=== stable_matching_seq_flat ===
Figure 1. Cell classes on the final placement (stable_matching_seq_flat).
Bar = 50 µm. Fill, decap, tap and diode cells in gray.
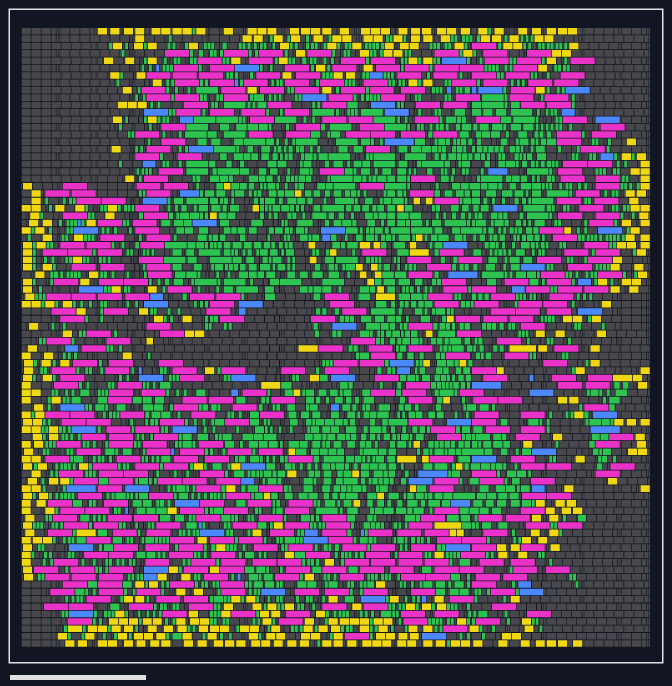

### config.mk
export PLATFORM = sky130hd
export DESIGN_NAME = stable_matching_seq_flat
export DESIGN_NICKNAME = d
export VERILOG_FILES = /design/src/rtl/stable_matching_seq_pkg.sv /design/src/rtl/stable_matching_seq_if.sv /design/src/rtl/stable_matching_seq_rank_lookup.sv /design/src/rtl/stable_matching_seq.sv /design/src/flat_wrapper.sv
export SDC_FILE = /design/constraint.sdc
export NUM_CORES = 1
export LEC_CHECK = 0
export ABC_AREA = 0
export CAP_MARGIN = 30
export CORE_MARGIN = 4
export CORE_UTILIZATION = 50
export DETAILED_ROUTE_END_ITERATION = 7
export GPL_ROUTABILITY_DRIVEN = 0
export PLACE_DENSITY = 0.81
export SYNTH_ARGS = -nofsm -noshare
export SYNTH_HDL_FRONTEND = slang
export SYNTH_SLANG_ARGS = --single-unit
### constraint.sdc
create_clock -name clk -period 11.45 [get_ports clk]
set_clock_uncertainty 0.05 [all_clocks]
set_input_delay 2.29 -clock clk [delete_from_list [all_inputs] [get_ports clk]]
set_output_delay 2.29 -clock clk [all_outputs]
set_load 0.05 [all_outputs]
### src/rtl/stable_matching_seq_pkg.sv
// Shared types and helpers for the sequential Gale-Shapley engine:
// width math, FSM states and flat-vector slice positions.
package stable_matching_pkg;

  typedef enum logic [1:0] {IDLE, RUN, DONE} sm_state_e;

  // Ceiling log2 with a floor of 1 so a single-entry list still gets a bit
  function automatic int clog2_min1(input int n);
    int w;
    w = 1;
    while ((1 << w) < n) w++;
    return w;
  endfunction

  function automatic int s_pref_pos(input int i, input int k, input int ks, input int logr);
    return (i * ks + k) * logr;
  endfunction

  function automatic int r_pref_pos(input int j, input int k, input int kr, input int logs);
    return (j * kr + k) * logs;
  endfunction

  function automatic int o_pos(input int j, input int logs);
    return j * logs;
  endfunction

endpackage

### src/rtl/stable_matching_seq_if.sv
// Request/result bundle between a host and the stable-matching engine.
interface stable_matching_seq_if #(
  parameter int S  = 8,
  parameter int R  = S,
  parameter int Ks = 8,
  parameter int Kr = 8
);
  import stable_matching_pkg::*;

  localparam int LOGS = clog2_min1(S);
  localparam int LOGR = clog2_min1(R);
  localparam int CW   = clog2_min1(S * Ks + 1);

  logic                   start;
  logic [S*Ks*LOGR-1:0]   s_pref;
  logic [R*Kr*LOGS-1:0]   r_pref;
  logic                   busy;
  logic                   done;
  logic [R*LOGS-1:0]      o;
  logic [R-1:0]           o_matched;
  logic [CW-1:0]          n_prop;

  modport master (output start, s_pref, r_pref,
                  input  busy, done, o, o_matched, n_prop);
  modport slave  (input  start, s_pref, r_pref,
                  output busy, done, o, o_matched, n_prop);

endinterface

### src/rtl/stable_matching_seq_rank_lookup.sv
// Combinational position of a proposer within one receiver's preference list;
// returns Kr when the proposer is absent.
module sm_rank_lookup #(
  parameter int Kr   = 8,
  parameter int LOGS = 3,
  parameter int RW   = 4
) (
  input  logic [Kr*LOGS-1:0] list,
  input  logic [LOGS-1:0]    idx,
  output logic [RW-1:0]      rank
);

  // Scan from the back so the earliest duplicate wins
  always_comb begin
    rank = RW'(Kr);
    for (int k = Kr - 1; k >= 0; k--)
      if (list[k*LOGS +: LOGS] == idx) rank = RW'(k);
  end

endmodule

### src/rtl/stable_matching_seq.sv
// Sequential Gale-Shapley engine: one proposal evaluated per RUN cycle,
// lowest-index free proposer first, with start/busy/done handshake.
module stable_matching_seq
  import stable_matching_pkg::*;
#(
  parameter int S  = 8,
  parameter int R  = S,
  parameter int Ks = 8,
  parameter int Kr = 8
) (
  input  logic                 clk,
  input  logic                 rst_n,
  stable_matching_seq_if.slave bus
);

  localparam int LOGS = clog2_min1(S);
  localparam int LOGR = clog2_min1(R);
  localparam int CW   = clog2_min1(S * Ks + 1);
  localparam int NW   = clog2_min1(Ks + 1);
  localparam int RW   = clog2_min1(Kr + 1);

  sm_state_e            state, state_nxt;
  logic [S*Ks*LOGR-1:0] s_pref_q;
  logic [R*Kr*LOGS-1:0] r_pref_q;
  logic [NW-1:0]        nxt [S];
  logic [S-1:0]         free;
  logic [R*LOGS-1:0]    partner;
  logic [R-1:0]         matched;
  logic [CW-1:0]        n_prop_q;

  logic                 found;
  logic [LOGS-1:0]      sel;
  logic [LOGR-1:0]      j_raw;
  logic [LOGR-1:0]      j_idx;
  logic                 j_valid;
  logic [Kr*LOGS-1:0]   j_list;
  logic [LOGS-1:0]      cur_partner;
  logic [RW-1:0]        rank_new;
  logic [RW-1:0]        rank_cur;
  logic                 accept;

  always_comb begin
    found = 1'b0;
    sel   = '0;
    for (int i = S - 1; i >= 0; i--)
      if (free[i] && nxt[i] < NW'(Ks)) begin
        found = 1'b1;
        sel   = LOGS'(i);
      end
  end

  // Out-of-range receivers are steered to slot 0 only to keep lookups legal
  always_comb begin
    j_raw       = s_pref_q[s_pref_pos(int'(sel), int'(nxt[sel]), Ks, LOGR) +: LOGR];
    j_valid     = int'(j_raw) < R;
    j_idx       = j_valid ? j_raw : '0;
    j_list      = r_pref_q[r_pref_pos(int'(j_idx), 0, Kr, LOGS) +: Kr*LOGS];
    cur_partner = partner[o_pos(int'(j_idx), LOGS) +: LOGS];
    accept      = found && j_valid && (int'(rank_new) < Kr) &&
                  (!matched[j_idx] || rank_new < rank_cur);
  end

  sm_rank_lookup #(.Kr(Kr), .LOGS(LOGS), .RW(RW)) u_rank_new (
    .list (j_list),
    .idx  (sel),
    .rank (rank_new)
  );

  sm_rank_lookup #(.Kr(Kr), .LOGS(LOGS), .RW(RW)) u_rank_cur (
    .list (j_list),
    .idx  (cur_partner),
    .rank (rank_cur)
  );

  always_ff @(posedge clk or negedge rst_n) begin
    if (!rst_n) state <= IDLE;
    else        state <= state_nxt;
  end

  always_comb begin
    state_nxt = state;
    case (state)
      IDLE:    if (bus.start) state_nxt = RUN;
      RUN:     if (!found)    state_nxt = DONE;
      DONE:    state_nxt = IDLE;
      default: state_nxt = IDLE;
    endcase
  end

  // Accepting a proposal frees the displaced partner on the same edge
  always_ff @(posedge clk or negedge rst_n) begin
    if (!rst_n) begin
      s_pref_q <= '0;
      r_pref_q <= '0;
      free     <= '0;
      partner  <= '0;
      matched  <= '0;
      n_prop_q <= '0;
      for (int i = 0; i < S; i++) nxt[i] <= '0;
    end else if (state == IDLE && bus.start) begin
      s_pref_q <= bus.s_pref;
      r_pref_q <= bus.r_pref;
      free     <= '1;
      partner  <= '0;
      matched  <= '0;
      n_prop_q <= '0;
      for (int i = 0; i < S; i++) nxt[i] <= '0;
    end else if (state == RUN && found) begin
      nxt[sel] <= nxt[sel] + 1'b1;
      n_prop_q <= n_prop_q + 1'b1;
      if (accept) begin
        free[sel] <= 1'b0;
        if (matched[j_idx]) free[cur_partner] <= 1'b1;
        partner[o_pos(int'(j_idx), LOGS) +: LOGS] <= sel;
        matched[j_idx] <= 1'b1;
      end
    end
  end

  assign bus.busy      = (state == RUN);
  assign bus.done      = (state == DONE);
  assign bus.o         = partner;
  assign bus.o_matched = matched;
  assign bus.n_prop    = n_prop_q;

endmodule

### src/flat_wrapper.sv
// flat-port wrapper written by rule: the top's interface ports become plain ports
module stable_matching_seq_flat import stable_matching_pkg::*;
#(
  parameter int S  = 8,
  parameter int R  = S,
  parameter int Ks = 8,
  parameter int Kr = 8
)
  (clk, rst_n, bus_start, bus_s_pref, bus_r_pref, bus_busy, bus_done, bus_o, bus_o_matched, bus_n_prop);
  stable_matching_seq_if #(.S(S), .R(R), .Ks(Ks), .Kr(Kr)) bus_i ();
  input  logic clk;
  input  logic rst_n;
  input wire logic [$bits(bus_i.start)-1:0] bus_start;
  input wire logic [$bits(bus_i.s_pref)-1:0] bus_s_pref;
  input wire logic [$bits(bus_i.r_pref)-1:0] bus_r_pref;
  output wire logic [$bits(bus_i.busy)-1:0] bus_busy;
  output wire logic [$bits(bus_i.done)-1:0] bus_done;
  output wire logic [$bits(bus_i.o)-1:0] bus_o;
  output wire logic [$bits(bus_i.o_matched)-1:0] bus_o_matched;
  output wire logic [$bits(bus_i.n_prop)-1:0] bus_n_prop;
  assign bus_i.start = bus_start;
  assign bus_i.s_pref = bus_s_pref;
  assign bus_i.r_pref = bus_r_pref;
  assign bus_busy = bus_i.busy;
  assign bus_done = bus_i.done;
  assign bus_o = bus_i.o;
  assign bus_o_matched = bus_i.o_matched;
  assign bus_n_prop = bus_i.n_prop;
  stable_matching_seq #(.S(S), .R(R), .Ks(Ks), .Kr(Kr)) u_core (.clk(clk), .rst_n(rst_n), .bus(bus_i));
endmodule
=== ahb_to_apb_ms_bridge ===
### src/rtl/ahb_to_apb_ms_bridge_pkg.sv
// Shared state encoding, AHB transfer-type constants and helpers for the AHB-to-APB bridge.
package ahb_to_apb_ms_bridge_pkg;

  typedef enum logic [2:0] {
    ST_IDLE   = 3'd0,
    ST_WAIT   = 3'd1,
    ST_SETUP  = 3'd2,
    ST_ACCESS = 3'd3,
    ST_ENDOK  = 3'd4,
    ST_ERR1   = 3'd5,
    ST_ERR2   = 3'd6
  } bridge_state_e;

  localparam logic [1:0] HTRANS_IDLE   = 2'b00;
  localparam logic [1:0] HTRANS_BUSY   = 2'b01;
  localparam logic [1:0] HTRANS_NONSEQ = 2'b10;
  localparam logic [1:0] HTRANS_SEQ    = 2'b11;

  function automatic int unsigned clog2(input int unsigned v);
    int unsigned r;
    r = 0;
    while ((64'(1) << r) < 64'(v)) r++;
    return r;
  endfunction

  // Write byte lanes for a 32-bit bus; sizes above a word still enable all lanes.
  function automatic logic [3:0] wr_strobe(input logic [2:0] size, input logic [1:0] lane);
    logic [3:0] s;
    case (size)
      3'd0:    s = 4'b0001 << lane;
      3'd1:    s = lane[1] ? 4'b1100 : 4'b0011;
      default: s = 4'b1111;
    endcase
    return s;
  endfunction

endpackage

### src/rtl/ahb_to_apb_ms_bridge_apb_slv_mux.sv
// Picks read data, ready and error of the addressed APB slave; all other slaves are ignored.
module apb_slv_mux
  import ahb_to_apb_ms_bridge_pkg::*;
#(
  parameter int NSLV = 4,
  parameter int IW   = 2
) (
  input  logic [IW-1:0]      idx_i,
  input  logic [32*NSLV-1:0] prdata_i,
  input  logic [NSLV-1:0]    pready_i,
  input  logic [NSLV-1:0]    pslverr_i,
  output logic [31:0]        prdata_o,
  output logic               pready_o,
  output logic               pslverr_o
);

  always_comb begin
    prdata_o  = '0;
    pready_o  = 1'b0;
    pslverr_o = 1'b0;
    for (int i = 0; i < NSLV; i++) begin
      if (int'(idx_i) == i) begin
        prdata_o  = prdata_i[32*i +: 32];
        pready_o  = pready_i[i];
        pslverr_o = pslverr_i[i];
      end
    end
  end

endmodule

### src/rtl/ahb_to_apb_ms_bridge.sv
// AHB-Lite to APB bridge: one-hot slave decode, APB phases aligned to PCLKEN,
// two-cycle AHB error on decode miss, slave error or optional wait-state timeout.
module ahb_to_apb_ms_bridge
  import ahb_to_apb_ms_bridge_pkg::*;
#(
  parameter int ADDRWIDTH = 16,
  parameter int NSLV      = 4,
  parameter int SLVBITS   = 12,
  parameter int TIMEOUT   = 0
) (
  input  logic                 HCLK,
  input  logic                 HRESETn,
  input  logic                 PCLKEN,
  input  logic                 HSEL,
  input  logic                 HWRITE,
  input  logic                 HREADY,
  input  logic [ADDRWIDTH-1:0] HADDR,
  input  logic [1:0]           HTRANS,
  input  logic [2:0]           HSIZE,
  input  logic [3:0]           HPROT,
  input  logic [31:0]          HWDATA,
  output logic                 HREADYOUT,
  output logic                 HRESP,
  output logic [31:0]          HRDATA,
  output logic [ADDRWIDTH-1:0] PADDR,
  output logic                 PENABLE,
  output logic                 PWRITE,
  output logic [3:0]           PSTRB,
  output logic [2:0]           PPROT,
  output logic [31:0]          PWDATA,
  output logic [NSLV-1:0]      PSEL,
  input  logic [32*NSLV-1:0]   PRDATA,
  input  logic [NSLV-1:0]      PREADY,
  input  logic [NSLV-1:0]      PSLVERR,
  output logic                 APBACTIVE
);

  localparam int IDXBITS = clog2(NSLV);
  localparam int IW      = (IDXBITS == 0) ? 1 : IDXBITS;
  localparam int CW      = (clog2(TIMEOUT + 1) == 0) ? 1 : clog2(TIMEOUT + 1);
  localparam logic [CW-1:0] CNT_LAST = CW'((TIMEOUT > 0) ? TIMEOUT - 1 : 0);

  bridge_state_e        state_q, state_d;
  logic [ADDRWIDTH-3:0] addr_q;
  logic                 write_q;
  logic [2:0]           prot_q;
  logic [3:0]           strb_q;
  logic [IW-1:0]        idx_q;
  logic [31:0]          rdata_q;
  logic [CW-1:0]        cnt_q;

  logic          apb_select, accept, idx_miss, timeout_hit;
  logic [IW-1:0] idx_in;
  logic [31:0]   sel_prdata;
  logic          sel_pready, sel_pslverr;
  logic          unused_hprot;

  assign unused_hprot = ^HPROT[3:2];
  assign apb_select   = HSEL & ((HTRANS == HTRANS_NONSEQ) | (HTRANS == HTRANS_SEQ)) & HREADY;
  assign accept       = (state_q == ST_IDLE) | (state_q == ST_ENDOK) | (state_q == ST_ERR2);

  generate
    if (IDXBITS == 0) begin : g_one_slv
      assign idx_in = '0;
    end else begin : g_idx
      assign idx_in = HADDR[SLVBITS +: IW];
    end
  endgenerate

  assign idx_miss = (int'(idx_in) >= NSLV);

  apb_slv_mux #(.NSLV(NSLV), .IW(IW)) u_slv_mux (
    .idx_i     (idx_q),
    .prdata_i  (PRDATA),
    .pready_i  (PREADY),
    .pslverr_i (PSLVERR),
    .prdata_o  (sel_prdata),
    .pready_o  (sel_pready),
    .pslverr_o (sel_pslverr)
  );

  // Fires on the TIMEOUT-th not-ready PCLKEN edge of the access phase.
  always_comb begin
    timeout_hit = 1'b0;
    if (TIMEOUT > 0)
      timeout_hit = (state_q == ST_ACCESS) & PCLKEN & ~sel_pready & (cnt_q == CNT_LAST);
  end

  always_ff @(posedge HCLK or negedge HRESETn) begin
    if (!HRESETn) state_q <= ST_IDLE;
    else          state_q <= state_d;
  end

  always_comb begin
    state_d = state_q;
    case (state_q)
      ST_IDLE, ST_ENDOK, ST_ERR2: begin
        if (!apb_select)   state_d = ST_IDLE;
        else if (idx_miss) state_d = ST_ERR1;
        else if (PCLKEN)   state_d = ST_SETUP;
        else               state_d = ST_WAIT;
      end
      ST_WAIT:  if (PCLKEN) state_d = ST_SETUP;
      ST_SETUP: if (PCLKEN) state_d = ST_ACCESS;
      ST_ACCESS: begin
        if (PCLKEN && sel_pready) state_d = sel_pslverr ? ST_ERR1 : ST_ENDOK;
        else if (timeout_hit)     state_d = ST_ERR1;
      end
      ST_ERR1:  state_d = ST_ERR2;
      default:  state_d = ST_IDLE;
    endcase
  end

  always_comb begin
    HREADYOUT = 1'b0;
    HRESP     = 1'b0;
    PENABLE   = 1'b0;
    PSEL      = '0;
    case (state_q)
      ST_IDLE, ST_ENDOK: HREADYOUT = 1'b1;
      ST_ERR1:           HRESP = 1'b1;
      ST_ERR2: begin
        HREADYOUT = 1'b1;
        HRESP     = 1'b1;
      end
      ST_ACCESS:         PENABLE = 1'b1;
      default: ;
    endcase
    for (int i = 0; i < NSLV; i++)
      PSEL[i] = ((state_q == ST_SETUP) | (state_q == ST_ACCESS)) & (int'(idx_q) == i);
  end

  always_ff @(posedge HCLK or negedge HRESETn) begin
    if (!HRESETn) begin
      addr_q  <= '0;
      write_q <= 1'b0;
      prot_q  <= '0;
      strb_q  <= '0;
      idx_q   <= '0;
    end else if (apb_select && accept) begin
      addr_q  <= HADDR[ADDRWIDTH-1:2];
      write_q <= HWRITE;
      prot_q  <= {~HPROT[0], 1'b0, HPROT[1]};
      strb_q  <= HWRITE ? wr_strobe(HSIZE, HADDR[1:0]) : 4'b0000;
      idx_q   <= idx_in;
    end
  end

  always_ff @(posedge HCLK or negedge HRESETn) begin
    if (!HRESETn) begin
      rdata_q <= '0;
      cnt_q   <= '0;
    end else begin
      if (state_q == ST_ACCESS && state_d == ST_ENDOK) rdata_q <= sel_prdata;
      if (state_q != ST_ACCESS)
        cnt_q <= '0;
      else if (PCLKEN && !sel_pready && cnt_q != '1)
        cnt_q <= cnt_q + 1'b1;
    end
  end

  assign HRDATA    = rdata_q;
  assign PADDR     = {addr_q, 2'b00};
  assign PWRITE    = write_q;
  assign PSTRB     = strb_q;
  assign PPROT     = prot_q;
  assign PWDATA    = HWDATA;
  assign APBACTIVE = (HSEL & HTRANS[1]) | (state_q != ST_IDLE);

endmodule

### config.mk
export PLATFORM = sky130hd
export DESIGN_NAME = ahb_to_apb_ms_bridge
export DESIGN_NICKNAME = d
export VERILOG_FILES = /design/src/rtl/ahb_to_apb_ms_bridge_pkg.sv /design/src/rtl/ahb_to_apb_ms_bridge_apb_slv_mux.sv /design/src/rtl/ahb_to_apb_ms_bridge.sv
export SDC_FILE = /design/constraint.sdc
export NUM_CORES = 1
export LEC_CHECK = 0
export CORE_AREA = 2 2 115 117
export DETAILED_ROUTE_END_ITERATION = 8
export DIE_AREA = 0 0 117 119
export PLACE_DENSITY = 0.73
export REMOVE_ABC_BUFFERS = 1
export SYNTH_ARGS = -nofsm -noshare
export SYNTH_HDL_FRONTEND = slang
export SYNTH_SLANG_ARGS = --single-unit
export TNS_END_PERCENT = 20
### constraint.sdc
create_clock -name HCLK -period 4 [get_ports HCLK]
set_clock_uncertainty 0.05 [all_clocks]
set_input_delay 0.6 -clock HCLK [delete_from_list [all_inputs] [get_ports HCLK]]
set_output_delay 0.6 -clock HCLK [all_outputs]
set_load 0.05 [all_outputs]
=== shiftreg_rx ===
<file path="config.mk">
export PLATFORM = sky130hd
export DESIGN_NAME = shiftreg_rx
export DESIGN_NICKNAME = d
export VERILOG_FILES = /design/src/rtl/shiftreg_pkg.sv /design/src/rtl/sipo_shadow.sv /design/src/rtl/shiftreg_rx.sv
export SDC_FILE = /design/constraint.sdc
export NUM_CORES = 1
export LEC_CHECK = 0
export CAP_MARGIN = 20
export CORE_MARGIN = 2
export CORE_UTILIZATION = 48
export CTS_CLUSTER_DIAMETER = 150
export DETAILED_ROUTE_END_ITERATION = 12
export PLACE_DENSITY = 0.75
export SYNTH_ARGS = -nofsm -noshare
export SYNTH_HDL_FRONTEND = slang
export SYNTH_SLANG_ARGS = --single-unit
</file>
<file path="constraint.sdc">
create_clock -name CLK -period 1.9 [get_ports CLK]
set_input_delay 0.475 -clock CLK [delete_from_list [all_inputs] [get_ports CLK]]
set_output_delay 0.475 -clock CLK [all_outputs]
set_load 0.005 [all_outputs]
</file>
<file path="src/rtl/shiftreg_pkg.sv">
// Shared definitions for the serial configuration load protocol.
// Holds the default register sizes (shared by sequencer and receiver)
// and the receiver FSM state encoding.
package shiftreg_pkg;

  localparam int unsigned SIZE_SR_STAT  = 88;
  localparam int unsigned SIZE_SR_DYN   = 16;
  localparam int unsigned SIZE_ADDR_MUX = 7;

  typedef enum logic [1:0] {
    IDLE       = 2'b00,
    SHIFT_DYN  = 2'b01,
    SHIFT_STAT = 2'b10,
    ERROR      = 2'b11
  } rx_state_t;

endpackage

</file>
<file path="src/rtl/sipo_shadow.sv">
// Serial-in shift register with a parallel shadow copy.
// Ports:
//   clk      - clock, all logic on posedge
//   rst      - synchronous active-high reset, clears both registers
//   shift_en - shift bit_in into the LSB (first bit ends up in the MSB)
//   bit_in   - serial data
//   commit   - copy the shift register into the shadow
//   shadow   - committed parallel word
module sipo_shadow #(
  parameter int unsigned WIDTH = 16
) (
  input  logic             clk,
  input  logic             rst,
  input  logic             shift_en,
  input  logic             bit_in,
  input  logic             commit,
  output logic [WIDTH-1:0] shadow
);

  logic [WIDTH-1:0] shreg;

  // Shift path and shadow update; never both active for one instance.
  always_ff @(posedge clk) begin
    if (rst) begin
      shreg  <= '0;
      shadow <= '0;
    end else begin
      if (shift_en) shreg  <= {shreg[WIDTH-2:0], bit_in};
      if (commit)   shadow <= shreg;
    end
  end

endmodule

</file>
<file path="src/rtl/shiftreg_rx.sv">
// Receiver for the serial configuration load protocol. Deserialises
// signal_in into a dynamic or static shadow word depending on the active
// select, committing only frames of exactly the register length.
// Ports:
//   CLK, RST            - clock, synchronous active-high reset
//   sel_dyn, sel_stat   - frame selects (high while bits are shifted)
//   en_fin              - sequencer flag: configuration may be applied
//   signal_in           - serial data, MSB first
//   dyn_cfg, stat_cfg   - committed words
//   mux_addr            - low bits of dyn_cfg
//   dyn_upd, stat_upd   - one-cycle commit pulses
//   len_err, sel_err    - one-cycle error pulses
//   cfg_active          - en_fin qualified by a prior dynamic commit
module shiftreg_rx
  import shiftreg_pkg::*;
#(
  parameter int unsigned SIZESRSTAT  = SIZE_SR_STAT,
  parameter int unsigned SIZESRDYN   = SIZE_SR_DYN,
  parameter int unsigned SIZEADDRMUX = SIZE_ADDR_MUX
) (
  input  logic                   CLK,
  input  logic                   RST,
  input  logic                   sel_dyn,
  input  logic                   sel_stat,
  input  logic                   en_fin,
  input  logic                   signal_in,
  output logic [SIZESRDYN-1:0]   dyn_cfg,
  output logic [SIZESRSTAT-1:0]  stat_cfg,
  output logic [SIZEADDRMUX-1:0] mux_addr,
  output logic                   dyn_upd,
  output logic                   stat_upd,
  output logic                   len_err,
  output logic                   sel_err,
  output logic                   cfg_active
);

  localparam int unsigned CNT_W = $clog2(SIZESRSTAT + 2);
  localparam logic [CNT_W-1:0] CNT_DYN_FULL  = CNT_W'(SIZESRDYN);
  localparam logic [CNT_W-1:0] CNT_DYN_SAT   = CNT_W'(SIZESRDYN + 1);
  localparam logic [CNT_W-1:0] CNT_STAT_FULL = CNT_W'(SIZESRSTAT);
  localparam logic [CNT_W-1:0] CNT_STAT_SAT  = CNT_W'(SIZESRSTAT + 1);
  localparam logic [CNT_W-1:0] CNT_ONE       = CNT_W'(1);

  rx_state_t        state;
  logic [CNT_W-1:0] cnt;
  logic             dyn_seen;
  logic             shift_dyn;
  logic             shift_stat;
  logic             commit_dyn;
  logic             commit_stat;

  // A register shifts whenever only its own select is high outside ERROR;
  // this covers frame entry, continuation and direct handoff alike.
  always_comb begin
    shift_dyn   = 1'b0;
    shift_stat  = 1'b0;
    commit_dyn  = 1'b0;
    commit_stat = 1'b0;
    if (state != ERROR) begin
      shift_dyn  = sel_dyn & ~sel_stat;
      shift_stat = sel_stat & ~sel_dyn;
    end
    commit_dyn  = (state == SHIFT_DYN)  & ~sel_dyn  & (cnt == CNT_DYN_FULL);
    commit_stat = (state == SHIFT_STAT) & ~sel_stat & (cnt == CNT_STAT_FULL);
  end

  sipo_shadow #(.WIDTH(SIZESRDYN)) u_dyn (
    .clk      (CLK),
    .rst      (RST),
    .shift_en (shift_dyn),
    .bit_in   (signal_in),
    .commit   (commit_dyn),
    .shadow   (dyn_cfg)
  );

  sipo_shadow #(.WIDTH(SIZESRSTAT)) u_stat (
    .clk      (CLK),
    .rst      (RST),
    .shift_en (shift_stat),
    .bit_in   (signal_in),
    .commit   (commit_stat),
    .shadow   (stat_cfg)
  );

  assign mux_addr = dyn_cfg[SIZEADDRMUX-1:0];

  // Frame FSM, shared bit counter and registered status pulses.
  always_ff @(posedge CLK) begin
    if (RST) begin
      state      <= IDLE;
      cnt        <= '0;
      dyn_seen   <= 1'b0;
      cfg_active <= 1'b0;
      dyn_upd    <= 1'b0;
      stat_upd   <= 1'b0;
      len_err    <= 1'b0;
      sel_err    <= 1'b0;
    end else begin
      dyn_upd    <= 1'b0;
      stat_upd   <= 1'b0;
      len_err    <= 1'b0;
      sel_err    <= 1'b0;
      cfg_active <= en_fin & dyn_seen;
      case (state)
        IDLE: begin
          if (sel_dyn && sel_stat) begin
            state   <= ERROR;
            sel_err <= 1'b1;
          end else if (sel_dyn) begin
            state <= SHIFT_DYN;
            cnt   <= CNT_ONE;
          end else if (sel_stat) begin
            state <= SHIFT_STAT;
            cnt   <= CNT_ONE;
          end
        end
        SHIFT_DYN: begin
          if (sel_dyn) begin
            if (sel_stat) begin
              state   <= ERROR;
              sel_err <= 1'b1;
            end else if (cnt != CNT_DYN_SAT) begin
              cnt <= cnt + CNT_ONE;
            end
          end else begin
            if (commit_dyn) begin
              dyn_upd  <= 1'b1;
              dyn_seen <= 1'b1;
            end else begin
              len_err <= 1'b1;
            end
            if (sel_stat) begin
              state <= SHIFT_STAT;
              cnt   <= CNT_ONE;
            end else begin
              state <= IDLE;
            end
          end
        end
        SHIFT_STAT: begin
          if (sel_stat) begin
            if (sel_dyn) begin
              state   <= ERROR;
              sel_err <= 1'b1;
            end else if (cnt != CNT_STAT_SAT) begin
              cnt <= cnt + CNT_ONE;
            end
          end else begin
            if (commit_stat) stat_upd <= 1'b1;
            else             len_err  <= 1'b1;
            if (sel_dyn) begin
              state <= SHIFT_DYN;
              cnt   <= CNT_ONE;
            end else begin
              state <= IDLE;
            end
          end
        end
        default: begin
          if (!sel_dyn && !sel_stat) state <= IDLE;
        end
      endcase
    end
  end

endmodule

</file>
=== muldiv_sequencer ===
File: src/rtl/muldiv_sequencer.sv
// Iterative RV32M multiply/divide unit: shift-add multiply and restoring divide,
// one bit per cycle, with sign fix-up and single-cycle special cases.
module muldiv_sequencer #(
  parameter int DATA_WIDTH = 32,
  parameter int CNT_WIDTH  = 6
) (
  input  logic                  clk,
  input  logic                  rst,
  input  logic                  start,
  input  logic [2:0]            funct3,
  input  logic [DATA_WIDTH-1:0] op_a,
  input  logic [DATA_WIDTH-1:0] op_b,
  output logic                  stall,
  output logic                  busy,
  output logic                  done,
  output logic [DATA_WIDTH-1:0] result
);

  localparam int W = DATA_WIDTH;
  localparam logic [CNT_WIDTH-1:0] LAST = CNT_WIDTH'(DATA_WIDTH - 1);
  localparam logic [W-1:0] MIN_NEG = {1'b1, {(W-1){1'b0}}};

  typedef enum logic [1:0] {IDLE, CALC, FIX, DONE} state_t;

  state_t               state;
  logic [2:0]           op;
  logic                 sign_a;
  logic                 sign_b;
  logic [CNT_WIDTH-1:0] count;
  logic [2*W-1:0]       acc;
  logic [W-1:0]         opnd;

  logic           a_signed, b_signed, in_sign_a, in_sign_b;
  logic [W-1:0]   abs_a, abs_b;
  logic           special;
  logic [W-1:0]   special_res;
  logic [W:0]     mul_sum, div_shift, div_diff;
  logic [2*W-1:0] calc_next, prod_fix;
  logic [W-1:0]   quo_fix, rem_fix, fix_res;

  // Operand decode and the ops that bypass iteration (divide by zero, signed overflow)
  always_comb begin
    a_signed    = (funct3 == 3'b001) || (funct3 == 3'b010) ||
                  (funct3 == 3'b100) || (funct3 == 3'b110);
    b_signed    = (funct3 == 3'b001) || (funct3 == 3'b100) || (funct3 == 3'b110);
    in_sign_a   = a_signed && op_a[W-1];
    in_sign_b   = b_signed && op_b[W-1];
    abs_a       = in_sign_a ? -op_a : op_a;
    abs_b       = in_sign_b ? -op_b : op_b;
    special     = 1'b0;
    special_res = '0;
    if (funct3[2] && (op_b == '0)) begin
      special     = 1'b1;
      special_res = funct3[1] ? op_a : '1;
    end else if (((funct3 == 3'b100) || (funct3 == 3'b110)) &&
                 (op_a == MIN_NEG) && (op_b == '1)) begin
      special     = 1'b1;
      special_res = funct3[1] ? '0 : MIN_NEG;
    end
  end

  // acc holds {partial product, multiplier} or {remainder, dividend/quotient}
  always_comb begin
    mul_sum   = {1'b0, acc[2*W-1:W]} + (acc[0] ? {1'b0, opnd} : '0);
    div_shift = {acc[2*W-1:W], acc[W-1]};
    div_diff  = div_shift - {1'b0, opnd};
    if (op[2]) begin
      if (div_diff[W])
        calc_next = {div_shift[W-1:0], acc[W-2:0], 1'b0};
      else
        calc_next = {div_diff[W-1:0], acc[W-2:0], 1'b1};
    end else begin
      calc_next = {mul_sum, acc[W-1:1]};
    end
  end

  always_comb begin
    prod_fix = (sign_a ^ sign_b) ? -acc : acc;
    quo_fix  = (sign_a ^ sign_b) ? -acc[W-1:0] : acc[W-1:0];
    rem_fix  = sign_a ? -acc[2*W-1:W] : acc[2*W-1:W];
    case (op)
      3'b000:                 fix_res = prod_fix[W-1:0];
      3'b001, 3'b010, 3'b011: fix_res = prod_fix[2*W-1:W];
      3'b100, 3'b101:         fix_res = quo_fix;
      default:                fix_res = rem_fix;
    endcase
  end

  assign stall = (start && (state == IDLE)) || (state == CALC) || (state == FIX);

  always_ff @(posedge clk or negedge rst) begin
    if (!rst) begin
      state  <= IDLE;
      op     <= '0;
      sign_a <= 1'b0;
      sign_b <= 1'b0;
      count  <= '0;
      acc    <= '0;
      opnd   <= '0;
      busy   <= 1'b0;
      done   <= 1'b0;
      result <= '0;
    end else begin
      done <= 1'b0;
      case (state)
        IDLE: begin
          if (start) begin
            op     <= funct3;
            sign_a <= in_sign_a;
            sign_b <= in_sign_b;
            count  <= '0;
            opnd   <= funct3[2] ? abs_b : abs_a;
            acc    <= {{W{1'b0}}, (funct3[2] ? abs_a : abs_b)};
            busy   <= 1'b1;
            if (special) begin
              result <= special_res;
              done   <= 1'b1;
              state  <= DONE;
            end else begin
              state <= CALC;
            end
          end
        end
        CALC: begin
          acc   <= calc_next;
          count <= count + CNT_WIDTH'(1);
          if (count == LAST) state <= FIX;
        end
        FIX: begin
          result <= fix_res;
          done   <= 1'b1;
          state  <= DONE;
        end
        DONE: begin
          busy  <= 1'b0;
          state <= IDLE;
        end
        default: begin
          busy  <= 1'b0;
          state <= IDLE;
        end
      endcase
    end
  end

endmodule
File: config.mk
export PLATFORM = sky130hd
export DESIGN_NAME = muldiv_sequencer
export DESIGN_NICKNAME = d
export VERILOG_FILES = /design/src/rtl/muldiv_sequencer.sv
export SDC_FILE = /design/constraint.sdc
export NUM_CORES = 1
export LEC_CHECK = 0
export CAP_MARGIN = 20
export CORE_MARGIN = 2
export CORE_UTILIZATION = 50
export CTS_BUF_LIST = sky130_fd_sc_hd__clkbuf_16
export DETAILED_ROUTE_END_ITERATION = 12
export GPL_ROUTABILITY_DRIVEN = 0
export HOLD_SLACK_MARGIN = 0.12
export PLACE_DENSITY = 0.69
export SETUP_SLACK_MARGIN = 0.4
export SLEW_MARGIN = 10
export SYNTH_ARGS = -nofsm -noshare
export SYNTH_HDL_FRONTEND = slang
export SYNTH_SLANG_ARGS = --single-unit
export TNS_END_PERCENT = 30
File: constraint.sdc
create_clock -name clk -period 6.15 [get_ports clk]
set_input_delay 0.615 -clock clk [delete_from_list [all_inputs] [get_ports clk]]
set_output_delay 0.615 -clock clk [all_outputs]
set_load 0.02 [all_outputs]
Figure 2. Clock wires, drivers and flops (muldiv_sequencer).
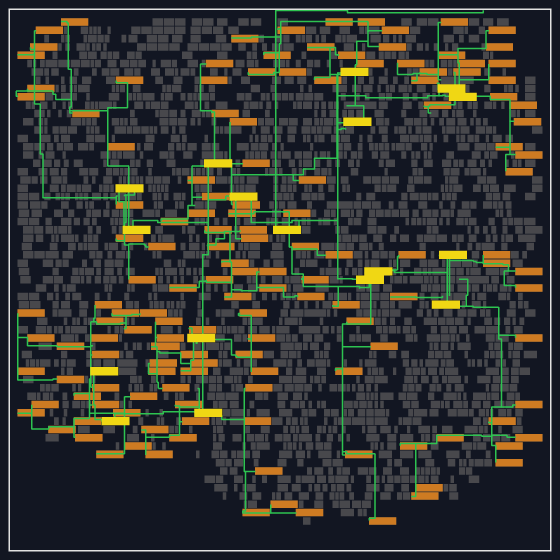
Key: green = clock wires [length 2450 µm]; yellow = clock-net drivers [count 17]; orange = flip-flops [count 143]
There are 18 routed clock nets. Position of the flops: all over the die.
setup clock skew after layout: 0.0165 ns
Clock Latency Late Sink: 0.45 ns

==> reports/metrics.json, muldiv_sequencer <==
{
  "path_delay_family": {"value": "simple AND/OR/NAND/NOR gates"},
  "detail-route-antenna-nets": {"value": 0},
  "cpPeakStageDelay": {"value": 0.77, "unit": "ns"},
  "n_sequential_cell": {"value": 143},
  "synth.cells.most_frequent": {"value": "238 x sky130_fd_sc_hd__nor2_1, 185 x sky130_fd_sc_hd__a21oi_1, 181 x sky130_fd_sc_hd__o21ai_0, 170 x sky130_fd_sc_hd__nand2_1, 143 x sky130_fd_sc_hd__dfrtp_1"},
  "track_usage": {"value": 0.344},
  "post-route-min-period": {"value": 4.16, "unit": "ns"},
  "synth.area.mux_share": {"value": 0.0552},
  "met1_capacity_usage_during_global_routing": {"value": 0.486},
  "synthMostInstantiatedCell": {"value": "sky130_fd_sc_hd__nor2_1"},
  "max_slew.worst_pin.slew": {"value": 1.12, "unit": "ns"},
  "yosys_stat_chip_area": {"value": 14900, "unit": "µm²"},
  "wire_length_of_the_first_global_routing_pass": {"value": 82500, "unit": "µm"},
  "final_min_period_over_clock_period": {"value": 0.676},
  "post-route-util": {"value": 0.567},
  "synth.cell_area": {"value": 14900, "unit": "µm²"},
  "result_of_the_run": {"value": "finished clean"},
  "fp.dieH": {"value": 177, "unit": "µm"},
  "overall_via_count_from_detail_route": {"value": 15600},
  "filler_cell_count": {"value": 2771},
  "layout.nonclk_buf_frac": {"value": 0.0727},
  "critical_path_arrival": {"value": 4.47, "unit": "ns"}
}
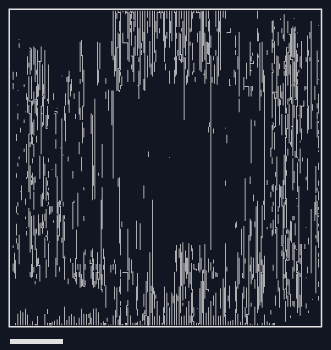
Figure 3: ahb_to_apb_ms_bridge, signal wires on met2.
Bar = 20 µm.
The layer carries 5490 µm of wire. 625 nets have wire on it. The longest straight run is 73.1 µm. The layer holds 44% of the routed length. The wires run mostly vertical.
overall via count from detail_route: 3141
met2 usage in global routing: 0.271

==> reports/metrics.json, ahb_to_apb_ms_bridge <==
{
  "hp-class": {"value": "in2async"},
  "drt_pass1_iterations": {"value": 4},
  "final_layout_top_logic_cells": {"value": "223 x sky130_fd_sc_hd__clkdlybuf4s50_1, 60 x sky130_fd_sc_hd__nand2_1, 54 x sky130_fd_sc_hd__dfrtp_1, 34 x sky130_fd_sc_hd__inv_1, 32 x sky130_fd_sc_hd__mux4_2"},
  "ys_seq_share": {"value": 0.376},
  "synth.cellmix.adderShare": {"value": 0},
  "h_tree_lvl_count": {"value": 2},
  "drtIter0Drc": {"value": 90},
  "wl_met3": {"value": 1760, "unit": "µm"},
  "post-route-util": {"value": 0.463},
  "cp_data_required_time": {"value": 3.35, "unit": "ns"},
  "yosysWarningCount": {"value": 0},
  "result_of_the_run": {"value": "finished clean"},
  "synthMostInstantiatedCell": {"value": "sky130_fd_sc_hd__nand2_1"},
  "openroad.warnings": {"value": 28},
  "dp.cells": {"value": 670},
  "core.rowCount": {"value": 42},
  "fin_ws": {"value": 0.895, "unit": "ns"}
}
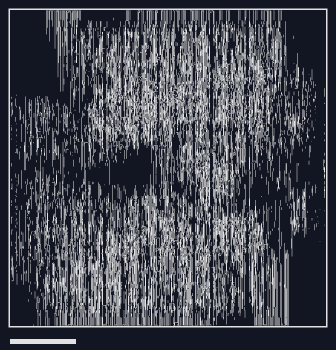
Figure 4: stable_matching_seq_flat, signal wires on met2.
Bar = 50 µm.
The layer carries 40.7 mm of wire. 3136 nets have wire on it. The layer holds 44% of the routed length. The wires run mostly vertical. The longest straight run is 83.3 µm.
total wirelength of the detailed-routed design: 91600 µm
overall via count from detail_route: 25100
met2 usage in global routing: 0.466

## Picture notes: Figure 1
Key: green = remaining logic cells [cells 2460, share of their area 44%]; blue = clock drivers and dummy loads [cells 90, share of their area 5.4%]; magenta = registers [cells 465, share of their area 36%]; yellow = remaining buffers and delay cells [cells 476, share of their area 15%]
sequential portion of the cell area: 0.348
# rows: 84
Layout Utilization: 0.631
final std cell area, no fill: 33400 µm²

==> reports/metrics.json, stable_matching_seq_flat <==
{
  "result_of_the_run": {"value": "finished clean"},
  "synth.cellmix.adderShare": {"value": 0.0105},
  "remaining_drc_errors": {"value": 0},
  "wl_met3": {"value": 10400, "unit": "µm"},
  "insertion_delay": {"value": 0.63, "unit": "ns"},
  "num-clock-buffers": {"value": 73},
  "layout.area.seq": {"value": 11600, "unit": "µm²"},
  "wl_met2": {"value": 40700, "unit": "µm"},
  "chip_area": {"value": 57800, "unit": "µm²"},
  "grt_setup_unrepaired": {"value": "no"},
  "postCtsSetupRepairBufs": {"value": 0},
  "setup_viol": {"value": 0},
  "number_of_antenna_violations_at_the_first_check_in_global_routing": {"value": 9},
  "edf_count": {"value": 0},
  "ys_async_sr_fraction": {"value": 1.00},
  "gr_peak_layer": {"value": "met2"},
  "clockNetworkAreaShare": {"value": 0.0527},
  "io_buffers": {"value": 427},
  "path_delay_family": {"value": "simple AND/OR/NAND/NOR gates"},
  "top_logic_kind": {"value": "simple AND/OR/NAND/NOR gates"},
  "cts_inserted_buffers": {"value": 49},
  "layout.cells.largest_class": {"value": "multi-input combinational cells"},
  "setup.worst_path.class": {"value": "reg2reg"}
}
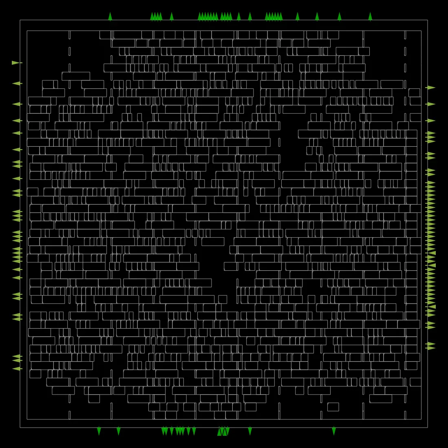
Figure 5: shiftreg_rx, placement view.
core area: 16600 µm²
# rows: 47
Seq cells: 223
Layout Utilization: 0.643

==> reports/metrics.json, shiftreg_rx <==
{
  "result_of_the_run": {"value": "complete, but fails checks"},
  "violations_in_the_final_reports": {"value": "setup timing"},
  "remaining_drc_errors": {"value": 0},
  "synth.area.mux_share": {"value": 0.0222},
  "grt_setup_unrepaired": {"value": "yes"},
  "fin_ws": {"value": -0.0288, "unit": "ns"},
  "h_tree_lvl_count": {"value": 1},
  "yosysWarningCount": {"value": 0},
  "syn_to_final_growth": {"value": 31.2, "unit": "%"},
  "critPathBufInv": {"value": 1},
  "hold-path-cell-count": {"value": 2},
  "antenna_cells_inserted": {"value": 0},
  "setup_viol": {"value": 3},
  "top_logic_kind": {"value": "simple AND/OR/NAND/NOR gates"},
  "overall_via_count_from_detail_route": {"value": 6897},
  "synth.cell_area": {"value": 8130, "unit": "µm²"},
  "tap-cell-count": {"value": 220},
  "gr_peak_layer": {"value": "met2"},
  "holdBufCountCts": {"value": 0}
}

==> layout pictures side by side <==
Cell classes on the final placement.
(a)
Bar = 20 µm. Fill, decap, tap and diode cells in gray.
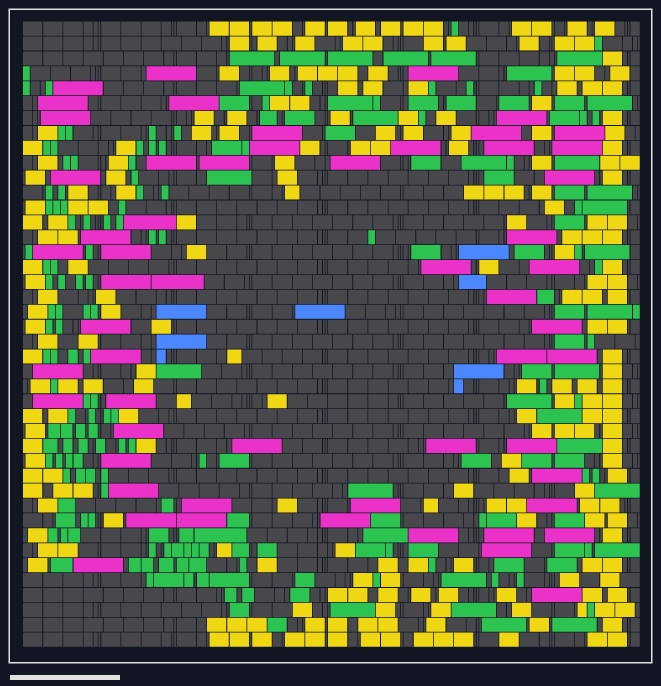
(b)
Bar = 50 µm. Fill, decap, tap and diode cells in gray.
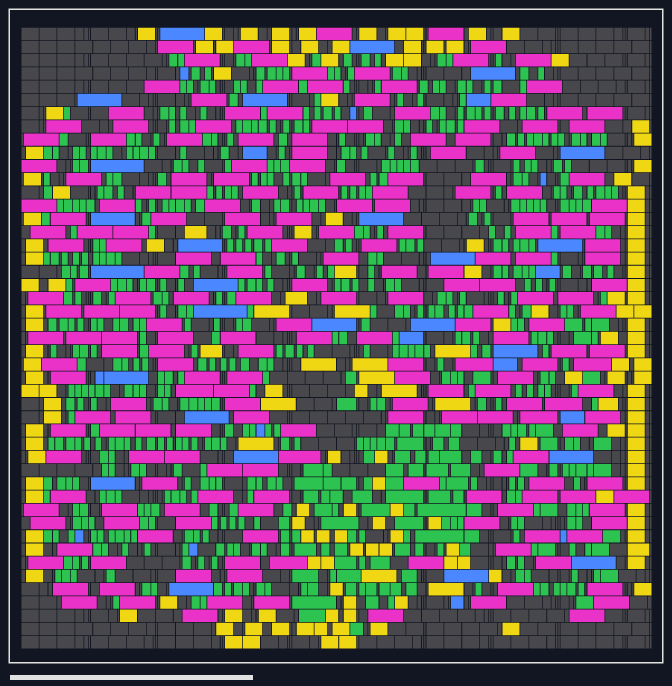
(c)
Bar = 50 µm. Fill, decap, tap and diode cells in gray.
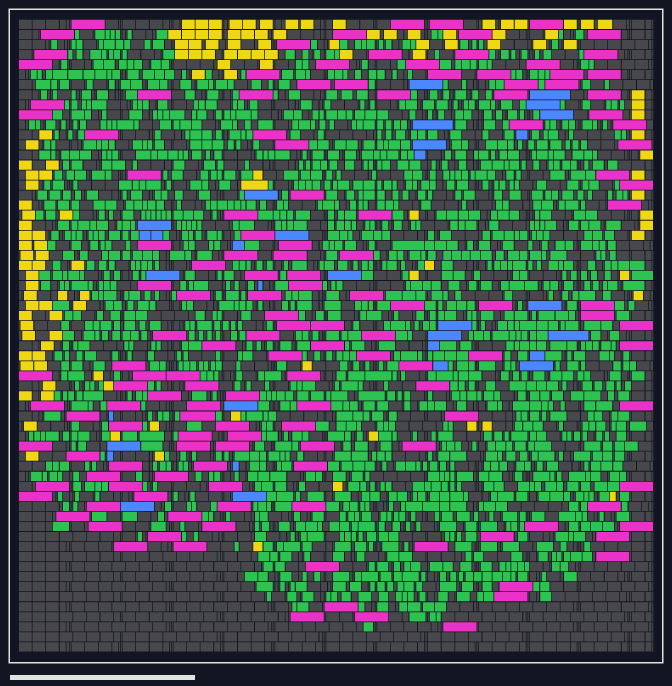
- fewest sequential cells: (a)
- most sequential cells: (b)
| picture | from |
|---|---|
| (c) | muldiv_sequencer |
| (b) | shiftreg_rx |
| (a) | ahb_to_apb_ms_bridge |



==> layout pictures side by side <==
Placement view.
picture 1
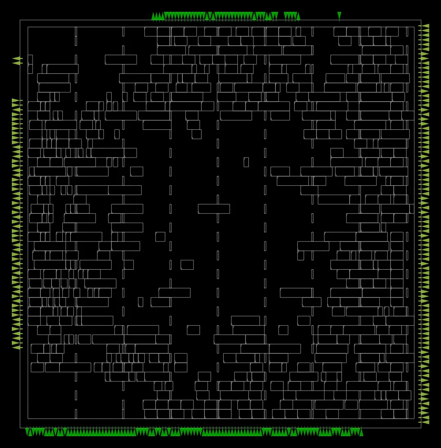
picture 2
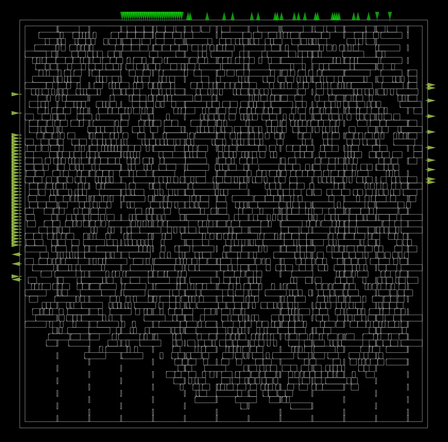
picture 3
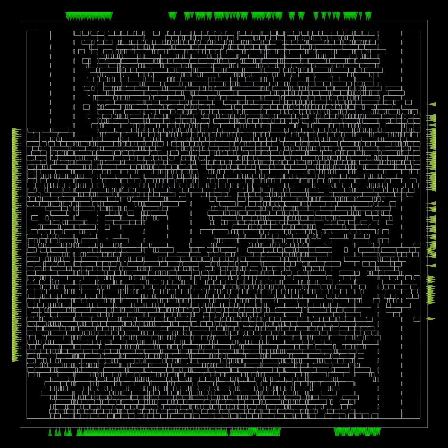
- lowest utilization: picture 1
muldiv_sequencer -> picture 2
ahb_to_apb_ms_bridge -> picture 1
stable_matching_seq_flat -> picture 3


==> layout pictures side by side <==
Floorplan with the power grid.
Pins as bars on the die edge. Tap cells in gray.
image #1
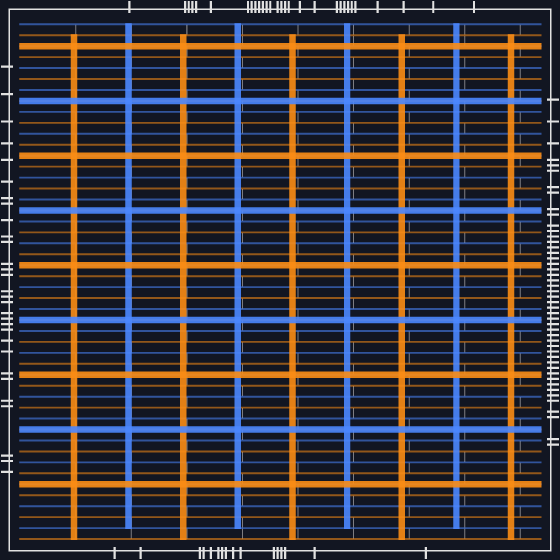
image #2
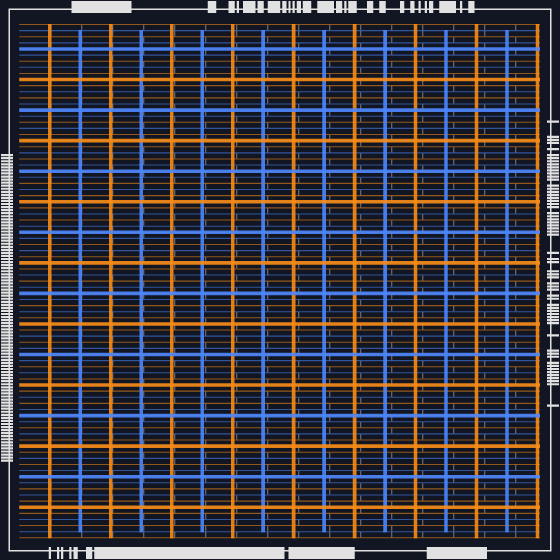
image #3
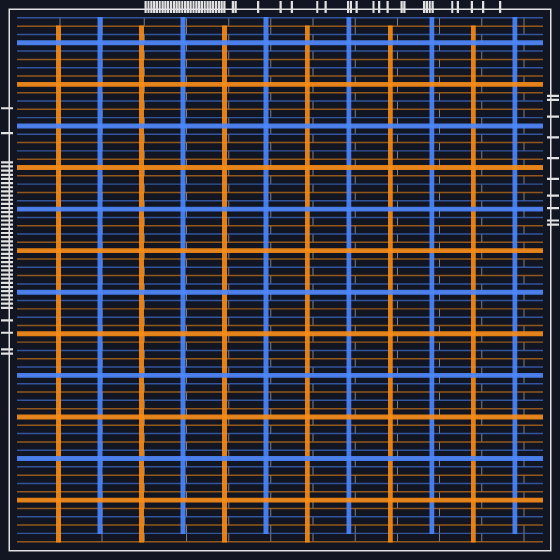
image #4
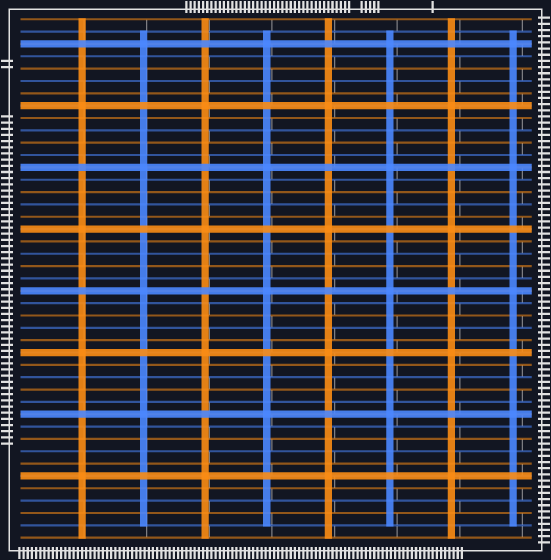
Image #1 is shiftreg_rx.
Image #3 is muldiv_sequencer.
Image #2 is stable_matching_seq_flat.
Image #4 is ahb_to_apb_ms_bridge.

Key to image #4:
Key: orange = VSS; blue = VDD
The core has 42 rows. 295 signal pins sit on the boundary. 176 tap cells. 8 straps on met5. 8 straps on met4.

